=== led_blink_bank ===
[src/rtl/led_blink_bank.sv]
// led_blink_bank: bank of N_CH independent LED blinkers with OFF/ON/BLINK/BURST modes.
// Latency: config writes and sync take effect on the sampling edge; led/tick are registered.
// Backpressure: none; cfg_we and sync are accepted unconditionally every cycle.
//
// Ports:
//   clk        system clock, all state on posedge
//   rst        asynchronous active-high reset
//   cfg_we     config write strobe; cfg_ch selects the channel (out-of-range is ignored)
//   cfg_mode   0=OFF 1=ON 2=BLINK 3=BURST
//   cfg_half   half-period in clk cycles (0 behaves as 1)
//   cfg_burst  pulses per burst (0 makes BURST behave as OFF)
//   sync       restarts every channel from phase 0, config kept
//   led        registered LED drive, bit i = channel i
//   tick       one-cycle pulse whenever led[i] toggles due to counting
module led_blink_bank #(
  parameter int N_CH       = 4,
  parameter int CNT_W      = 32,
  parameter int DEF_HALF   = 25000000,
  parameter int GAP_HALVES = 4
) (
  input  logic             clk,
  input  logic             rst,
  input  logic             cfg_we,
  input  logic [3:0]       cfg_ch,
  input  logic [1:0]       cfg_mode,
  input  logic [CNT_W-1:0] cfg_half,
  input  logic [3:0]       cfg_burst,
  input  logic             sync,
  output logic [N_CH-1:0]  led,
  output logic [N_CH-1:0]  tick
);

  typedef enum logic [1:0] {
    M_OFF   = 2'd0,
    M_ON    = 2'd1,
    M_BLINK = 2'd2,
    M_BURST = 2'd3
  } mode_t;

  // Burst channels alternate between emitting pulses and a dark gap.
  typedef enum logic {
    PH_ACTIVE = 1'b0,
    PH_GAP    = 1'b1
  } phase_t;

  for (genvar i = 0; i < N_CH; i++) begin : g_ch
    mode_t            mode_q, mode_d;
    logic [CNT_W-1:0] half_q, half_d;
    logic [3:0]       burst_q, burst_d;
    logic [CNT_W-1:0] cnt_q, cnt_d;
    logic [4:0]       tcnt_q, tcnt_d;
    phase_t           ph_q, ph_d;
    logic             led_q, led_d;
    logic             tick_q, tick_d;

    logic             wr;
    logic [CNT_W-1:0] eff_half;
    logic             wrap;
    logic [4:0]       tcnt_inc;

    // Equality against the channel index implies cfg_ch < N_CH, so
    // out-of-range writes never match any channel.
    assign wr       = cfg_we && (cfg_ch == 4'(i));
    assign eff_half = (half_q == '0) ? CNT_W'(1) : half_q;
    // Counter only ever runs 0..eff_half-1, so it cannot wrap through 2^CNT_W.
    assign wrap     = (cnt_q == eff_half - CNT_W'(1));
    assign tcnt_inc = tcnt_q + 5'd1;

    always_comb begin
      mode_d  = mode_q;
      half_d  = half_q;
      burst_d = burst_q;
      cnt_d   = cnt_q;
      tcnt_d  = tcnt_q;
      ph_d    = ph_q;
      led_d   = led_q;
      tick_d  = 1'b0;

      if (wr || sync) begin
        // Restart from phase 0; a write also swaps in the new config so a
        // simultaneous sync aligns the written channel with the others.
        if (wr) begin
          mode_d  = mode_t'(cfg_mode);
          half_d  = cfg_half;
          burst_d = cfg_burst;
        end
        cnt_d  = '0;
        tcnt_d = '0;
        ph_d   = PH_ACTIVE;
        led_d  = (mode_d == M_ON);
      end else begin
        case (mode_q)
          M_OFF: begin
            led_d = 1'b0;
            cnt_d = '0;
          end
          M_ON: begin
            led_d = 1'b1;
            cnt_d = '0;
          end
          M_BLINK: begin
            if (wrap) begin
              cnt_d  = '0;
              led_d  = ~led_q;
              tick_d = 1'b1;
            end else begin
              cnt_d = cnt_q + CNT_W'(1);
            end
          end
          M_BURST: begin
            if (burst_q == 4'd0) begin
              led_d = 1'b0;
              cnt_d = '0;
            end else if (ph_q == PH_GAP) begin
              // In the gap the toggle counter is reused to count dark
              // half-periods; leaving the gap is silent (no tick).
              led_d = 1'b0;
              if (wrap) begin
                cnt_d = '0;
                if (tcnt_inc == 5'(GAP_HALVES)) begin
                  ph_d   = PH_ACTIVE;
                  tcnt_d = '0;
                end else begin
                  tcnt_d = tcnt_inc;
                end
              end else begin
                cnt_d = cnt_q + CNT_W'(1);
              end
            end else begin
              if (wrap) begin
                cnt_d  = '0;
                led_d  = ~led_q;
                tick_d = 1'b1;
                // 2*burst toggles bring the LED back low: burst complete.
                if (tcnt_inc == {burst_q, 1'b0}) begin
                  ph_d   = PH_GAP;
                  tcnt_d = '0;
                end else begin
                  tcnt_d = tcnt_inc;
                end
              end else begin
                cnt_d = cnt_q + CNT_W'(1);
              end
            end
          end
          default: begin
          end
        endcase
      end
    end

    always_ff @(posedge clk or posedge rst) begin
      if (rst) begin
        mode_q  <= M_BLINK;
        half_q  <= CNT_W'(DEF_HALF);
        burst_q <= 4'd1;
        cnt_q   <= '0;
        tcnt_q  <= '0;
        ph_q    <= PH_ACTIVE;
        led_q   <= 1'b0;
        tick_q  <= 1'b0;
      end else begin
        mode_q  <= mode_d;
        half_q  <= half_d;
        burst_q <= burst_d;
        cnt_q   <= cnt_d;
        tcnt_q  <= tcnt_d;
        ph_q    <= ph_d;
        led_q   <= led_d;
        tick_q  <= tick_d;
      end
    end

    assign led[i]  = led_q;
    assign tick[i] = tick_q;
  end

endmodule

[config.mk]
export PLATFORM = sky130hd
export DESIGN_NAME = led_blink_bank
export DESIGN_NICKNAME = d
export VERILOG_FILES = /design/src/rtl/led_blink_bank.sv
export SDC_FILE = /design/constraint.sdc
export NUM_CORES = 1
export LEC_CHECK = 0
export CAP_MARGIN = 5
export CORE_UTILIZATION = 30
export DETAILED_ROUTE_END_ITERATION = 10
export HOLD_SLACK_MARGIN = 0.15
export PLACE_DENSITY = 0.56
export SLEW_MARGIN = 25
export SYNTH_ARGS = -nofsm -noshare
export SYNTH_HDL_FRONTEND = slang
export SYNTH_SLANG_ARGS = --single-unit
export TNS_END_PERCENT = 100
[constraint.sdc]
create_clock -name clk -period 22.2 [get_ports clk]
set_input_delay 4.44 -clock clk [delete_from_list [all_inputs] [get_ports clk]]
set_output_delay 4.44 -clock clk [all_outputs]
set_load 0.03 [all_outputs]
**led_blink_bank: PDN straps and rails**

Scale: 1.5 px per µm. Pins as bars on the die edge. Tap cells in gray.
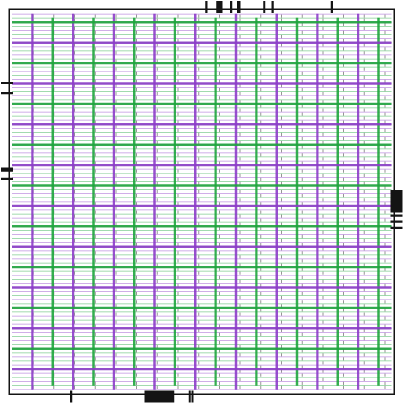
[purple] VSS
[green] VDD
met1 rails: 93
signal pins: 54
Max IR drop VDD: 0.0000525 V
Horiz. Die Dim: 256 µm
Chip Height: 256 µm
floorplan core area: 0.0633 mm²

**led_blink_bank: routed metal, one color a layer**

Scale: 1.5 px per µm.
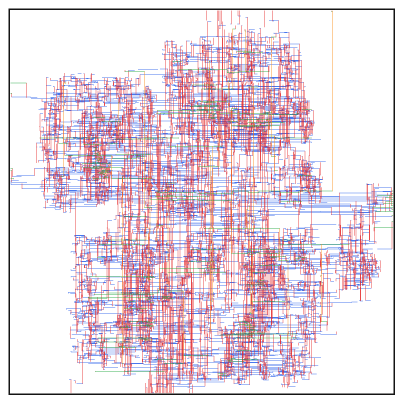
[orange] M4 | wire length: 1650 µm
[red] M2 | wire length: 26.5 mm
[green] M3 | wire length: 2440 µm
[blue] M1 | wire length: 25.9 mm
post-detailed-route wirelength per cell: 19.3 µm
Via Count: 15600
wirelength, routed: 56500 µm
All-Layer GR Usage: 17.2%

## worst max path at each step
stage                     startpoint                             end  slack [ns]  cells after the start
final                            rst  g_ch[0].half_q[23]$_DFFE_PP0P_       15.52                      4
after global routing             rst     g_ch[0].cnt_q[27]$_DFF_PP0_       15.07                      4
after global placement     cfg_ch[3]     g_ch[2].cnt_q[29]$_DFF_PP0_       14.64                      6
after CTS                  cfg_ch[3]     g_ch[2].cnt_q[25]$_DFF_PP0_       15.13                      6
after floorplan                  rst  g_ch[0].burst_q[1]$_DFFE_PP0P_        9.22                      1
after detailed placement   cfg_ch[3]     g_ch[2].cnt_q[25]$_DFF_PP0_       14.53                      6
## power groups by stage
stage	logic, µW	registers, µW	clock network, µW
2_1_floorplan	344	730	0
3_3_place_gp	417	786	0
3_5_place_dp	424	788	0
4_1_cts	426	779	687
5_1_grt	468	795	711
6_report	426	782	668
## cell families (layout without fill, tap and decap cells)
logic type / after synthesis / in the layout
AND-OR/OR-AND: 248 / 248
XOR/XNOR: 298 / 298
adder cells (fa/ha/maj): 12 / 12
buffers and inverters: 122 / 177
flip-flops: 312 / 312
multiplexers: 184 / 184
other: 0 / 2
AND/OR/NAND/NOR: 844 / 844
==> results_slide.txt <==
Synthesis and Place & Route Summary

Outcome
  • Status: complete, no violations

Final layout
  • Buffering overhead: 2.89%
  • Post-layout util: 34.8%
  • Clk tree area frac: 6.10%
  • Comb. cell area: 0.0110 mm²
  • Share of cell area taken by multi-input logic gates: 49.7%
  • Layout Cell Area excl Fill: 0.0220 mm²

STA
  • Post-layout period usage: 30.1%
  • Slew Limit Headroom: 31.7%
  • Transition time at the pin with the least slew margin: 1.02 ns
  • Setup repair after global routing missed its margin: false

Placement
  • Last weighted congestion value of the routability-driven placer: 0.895

Synth
  • Count of instantiated cells in the yosys netlist: 2020
  • Mux cell area share: 10.6%
  • Most frequently used cell type in the post-synthesis netlist: dfrtp_1

Job
  • Tool Warnings: 29
  • Number of max-cap violations: 0

GRT
  • Busiest layer in global routing: met2

Power and ir drop
  • Power share of the clock group: 35.6%
  • Internal power summed over all cells: 1260 µW

Clock network
  • Clock tree root driver cell: clkbuf_16
  • Number of hold buffers added after cts: 0
  • Post-CTS resize count: 0

Drt
  • Starting DRC count in detailed routing: 1104

Setup path
  • Arrival time at the worst endpoint: 7.29 ns

Floorplanning
  • Tapcell count: 846
  • Number of top-level pins: 54

=== clarke_pipe ===
$ cat config.mk
export PLATFORM = sky130hd
export DESIGN_NAME = clarke_pipe
export DESIGN_NICKNAME = d
export VERILOG_FILES = /design/src/rtl/clarke_pipe.sv
export SDC_FILE = /design/constraint.sdc
export NUM_CORES = 1
export LEC_CHECK = 0
export ABC_AREA = 1
export CAP_MARGIN = 20
export CORE_MARGIN = 4
export CORE_UTILIZATION = 55
export DETAILED_ROUTE_END_ITERATION = 6
export PLACE_DENSITY = 0.76
export SLEW_MARGIN = 20
export SYNTH_ARGS = -nofsm -noshare
export SYNTH_HDL_FRONTEND = slang
export SYNTH_SLANG_ARGS = --single-unit
$ cat constraint.sdc
create_clock -name clk -period 5.35 [get_ports clk]
set_input_delay 1.07 -clock clk [delete_from_list [all_inputs] [get_ports clk]]
set_output_delay 1.07 -clock clk [all_outputs]
set_load 0.01 [all_outputs]
$ cat src/rtl/clarke_pipe.sv
// Three-stage Clarke transform (abc -> alpha/beta) with valid/ready flow control,
// per-sample two/three-phase mode, channel tag pass-through and saturating outputs.
module clarke_pipe #(
  parameter int unsigned D_WIDTH = 18,
  parameter int unsigned Q_BITS  = 15,
  parameter int unsigned N_CH    = 4,
  localparam int unsigned CH_W   = (N_CH > 1) ? $clog2(N_CH) : 1
) (
  input  logic                      clk,
  input  logic                      rst,
  input  logic                      in_valid,
  output logic                      in_ready,
  input  logic                      mode,
  input  logic [CH_W-1:0]           ch_in,
  input  logic signed [D_WIDTH-1:0] a,
  input  logic signed [D_WIDTH-1:0] b,
  input  logic signed [D_WIDTH-1:0] c,
  output logic                      out_valid,
  input  logic                      out_ready,
  output logic [CH_W-1:0]           ch_out,
  output logic signed [D_WIDTH-1:0] alpha,
  output logic signed [D_WIDTH-1:0] beta,
  output logic                      sat,
  output logic                      sat_seen,
  input  logic                      sat_clr
);

  localparam int unsigned SW = D_WIDTH + 2;
  localparam int unsigned KW = Q_BITS + 1;
  localparam int unsigned PW = SW + KW;
  localparam int unsigned RW = PW - Q_BITS;

  localparam real K1_REAL = (2.0 ** Q_BITS) / $sqrt(3.0);
  localparam logic signed [KW-1:0] K1 = KW'($rtoi(K1_REAL + 0.5));
  localparam logic signed [KW-1:0] K3 = KW'(((2 ** Q_BITS) + 1) / 3);
  localparam logic signed [PW-1:0] RND = PW'(1) << (Q_BITS - 1);
  localparam logic signed [RW-1:0] R_MAX = RW'((2 ** (D_WIDTH - 1)) - 1);
  localparam logic signed [RW-1:0] R_MIN = ~R_MAX;

  logic adv;

  // Stage 1 registers
  logic                 s1_valid;
  logic                 s1_mode;
  logic [CH_W-1:0]      s1_ch;
  logic signed [SW-1:0] s1_sa;
  logic signed [SW-1:0] s1_sb;

  // Stage 2 registers
  logic                 s2_valid;
  logic [CH_W-1:0]      s2_ch;
  logic signed [PW-1:0] s2_pa;
  logic signed [PW-1:0] s2_pb;

  // Next-state combinational values
  logic signed [SW-1:0] a_ext, b_ext, c_ext;
  logic signed [SW-1:0] sa_d, sb_d;
  logic signed [PW-1:0] sa_w, sb_w;
  logic signed [PW-1:0] pa_d, pb_d;
  logic signed [PW-1:0] pa_rnd, pb_rnd;
  logic [D_WIDTH:0]     clip_a, clip_b;

  // Returns {clipped, value}.
  function automatic logic [D_WIDTH:0] clip(input logic signed [RW-1:0] r);
    if (r > R_MAX) begin
      return {1'b1, R_MAX[D_WIDTH-1:0]};
    end else if (r < R_MIN) begin
      return {1'b1, R_MIN[D_WIDTH-1:0]};
    end else begin
      return {1'b0, r[D_WIDTH-1:0]};
    end
  endfunction

  assign adv      = !out_valid || out_ready;
  assign in_ready = adv;

  always_comb begin
    a_ext = SW'(a);
    b_ext = SW'(b);
    c_ext = SW'(c);
    if (mode) begin
      sa_d = (a_ext <<< 1) - b_ext - c_ext;
      sb_d = b_ext - c_ext;
    end else begin
      sa_d = a_ext;
      sb_d = a_ext + (b_ext <<< 1);
    end
  end

  always_comb begin
    sa_w = PW'(s1_sa);
    sb_w = PW'(s1_sb);
    pb_d = sb_w * PW'(K1);
    if (s1_mode) begin
      pa_d = sa_w * PW'(K3);
    end else begin
      pa_d = sa_w <<< Q_BITS;
    end
  end

  // Round half up, then keep the integer part before clipping.
  always_comb begin
    pa_rnd = s2_pa + RND;
    pb_rnd = s2_pb + RND;
    clip_a = clip(pa_rnd[PW-1:Q_BITS]);
    clip_b = clip(pb_rnd[PW-1:Q_BITS]);
  end

  always_ff @(posedge clk) begin
    if (rst) begin
      s1_valid  <= 1'b0;
      s2_valid  <= 1'b0;
      out_valid <= 1'b0;
      ch_out    <= '0;
      alpha     <= '0;
      beta      <= '0;
      sat       <= 1'b0;
    end else if (adv) begin
      s1_valid  <= in_valid;
      s1_mode   <= mode;
      s1_ch     <= ch_in;
      s1_sa     <= sa_d;
      s1_sb     <= sb_d;
      s2_valid  <= s1_valid;
      s2_ch     <= s1_ch;
      s2_pa     <= pa_d;
      s2_pb     <= pb_d;
      out_valid <= s2_valid;
      ch_out    <= s2_ch;
      alpha     <= clip_a[D_WIDTH-1:0];
      beta      <= clip_b[D_WIDTH-1:0];
      sat       <= clip_a[D_WIDTH] | clip_b[D_WIDTH];
    end
  end

  // A clip leaving the block in the same cycle as sat_clr keeps the flag set.
  always_ff @(posedge clk) begin
    if (rst) begin
      sat_seen <= 1'b0;
    end else begin
      sat_seen <= (sat_seen && !sat_clr) || (out_valid && out_ready && sat);
    end
  end

endmodule

==> results_slide.txt <==
Synthesis and Place & Route Summary

Final layout
  • Comb. cell area: 0.0175 mm²
  • Sequential share of cell area: 12.9%
  • Fill cells: 3407
  • Fraction of layout instances using a drive strength above 1: 10.7%
  • Top flop regs: s2_pb (22), s2_pa (21), s1_sa (20)

Setup path
  • Category of the worst setup path launch point: register
  • Stage delay of the slowest cell on the critical path: 0.55 ns
  • Critical path start-end classification: register to register

Outcome
  • Status: finished with violations
  • Failing checks: design-rule violations

Drt
  • Starting DRC count in detailed routing: 1409
  • Drc violations: 4

Synth
  • Synth async-reset ratio: 0%
  • Mapped Area: 0.0231 mm²
  • Instance count of the mapped netlist: 2983
  • Yosys reg bits: 130

Floorplanning
  • Horiz. Die Dim: 213 µm
  • Number of top-level pins: 104

Hold path
  • Min-Delay Path Class: register to register

GRT
  • Initial antenna violation count: 0
  • Largest net degree at the start of global routing: 41

Clock network
  • Clock transition at path regs: 0.07 ns
  • Clock tree root driver cell: clkbuf_16

Job
  • Tool Warnings: 77
  • Number of max-cap violations: 0

STA
  • Final sum of negative setup slack: 0 ns
  • Hold violation total from the final report: 0

Placement
  • Total of buffers placed on input and output ports: 103
-- cells by family (layout without fill, tap and decap cells) --
family / Yosys count / count (layout) / share of synthesized area [%]
simple gates: 1044 / 1044 / 19.3
buf+inv: 758 / 978 / 12.5
fa+ha+maj: 609 / 609 / 41.5
compound gates: 365 / 365 / 8.71
flops: 130 / 130 / 15.0
xor+xnor: 77 / 77 / 2.92
-- routing by layer --
layer	vias up	global-route usage, %	routed length, µm	part of all wire [%]
met1	9599	40.2	29000	44
met2	716	47.5	30900	47
met4	0	8.80	2040	3.1
met5	-	0	0	0
li1	9709	-	-	-
met3	126	3.44	4080	6.2
-- path summary, 6_finish.rpt --
check	endpoint	slack [ns]	cells after the start
setup / recovery	s2_pb[35]$_DFFE_PP_	0.11	20
hold / removal	s2_ch[0]$_DFFE_PP_	0.43	0
setup reg to reg	s2_pb[35]$_DFFE_PP_	0.11	20
hold reg to reg	s2_ch[0]$_DFFE_PP_	0.43	0
**clarke_pipe: clock wiring as the flow saved it**

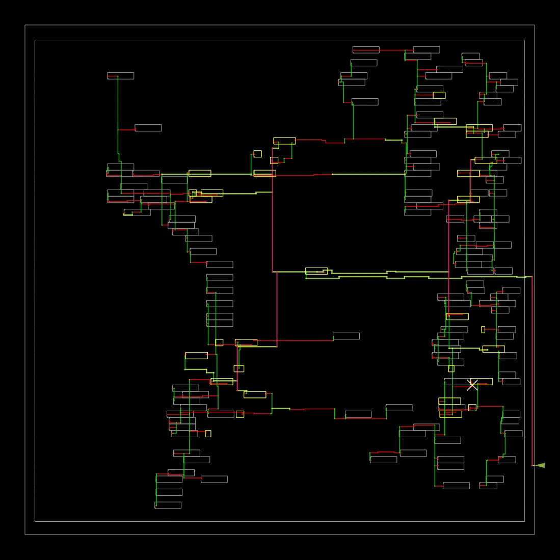
FF+latch count: 130
total clock buffers created by CTS: 17
source-to-sink clock delay at the later pin of the worst-skew pair: 0.45 ns
clkbuf count: 22

**clarke_pipe: routed metal, one color a layer**

Scale: 2 px per µm.
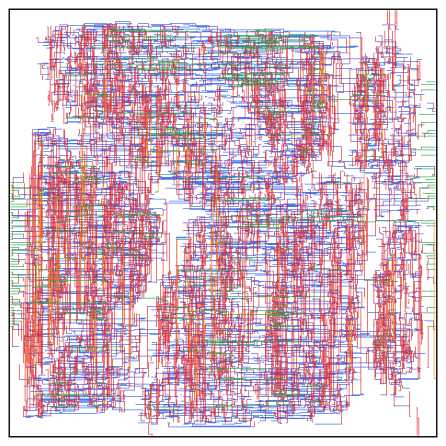
[blue] M1 | wire length: 29.0 mm
[green] M3 | wire length: 4080 µm
[red] M2 | wire length: 30.9 mm
[orange] M4 | wire length: 2040 µm

**clarke_pipe: PDN straps and rails**

Scale: 2 px per µm. Pins as bars on the die edge. Tap cells in gray.
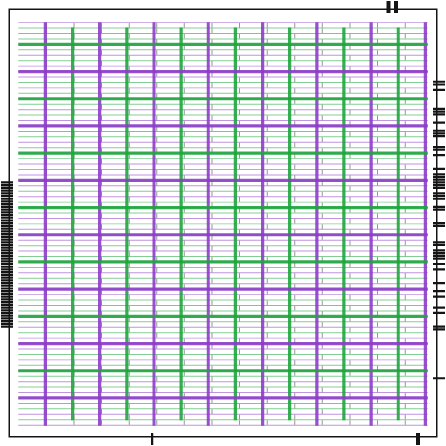
[purple] VSS
[green] VDD
met5 straps: 14
tap cells: 532
signal pins: 104



==> screenshots <==
Met2 routing.
Scale: 1 px per µm.
image #1
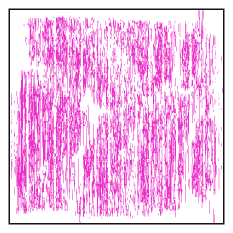
image #2
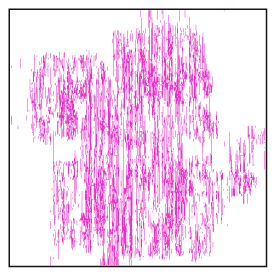
| from | picture |
|---|---|
| led_blink_bank | image #2 |
| clarke_pipe | image #1 |
- largest die: image #2

Key to image #1:
main direction: vertical
share of all routed wire: 47%
wire length on this layer: 30.9 mm
longest straight run: 71.7 µm
nets with wire on the layer: 3164

No activity file was given, so power comes from the tool's default toggle rates.
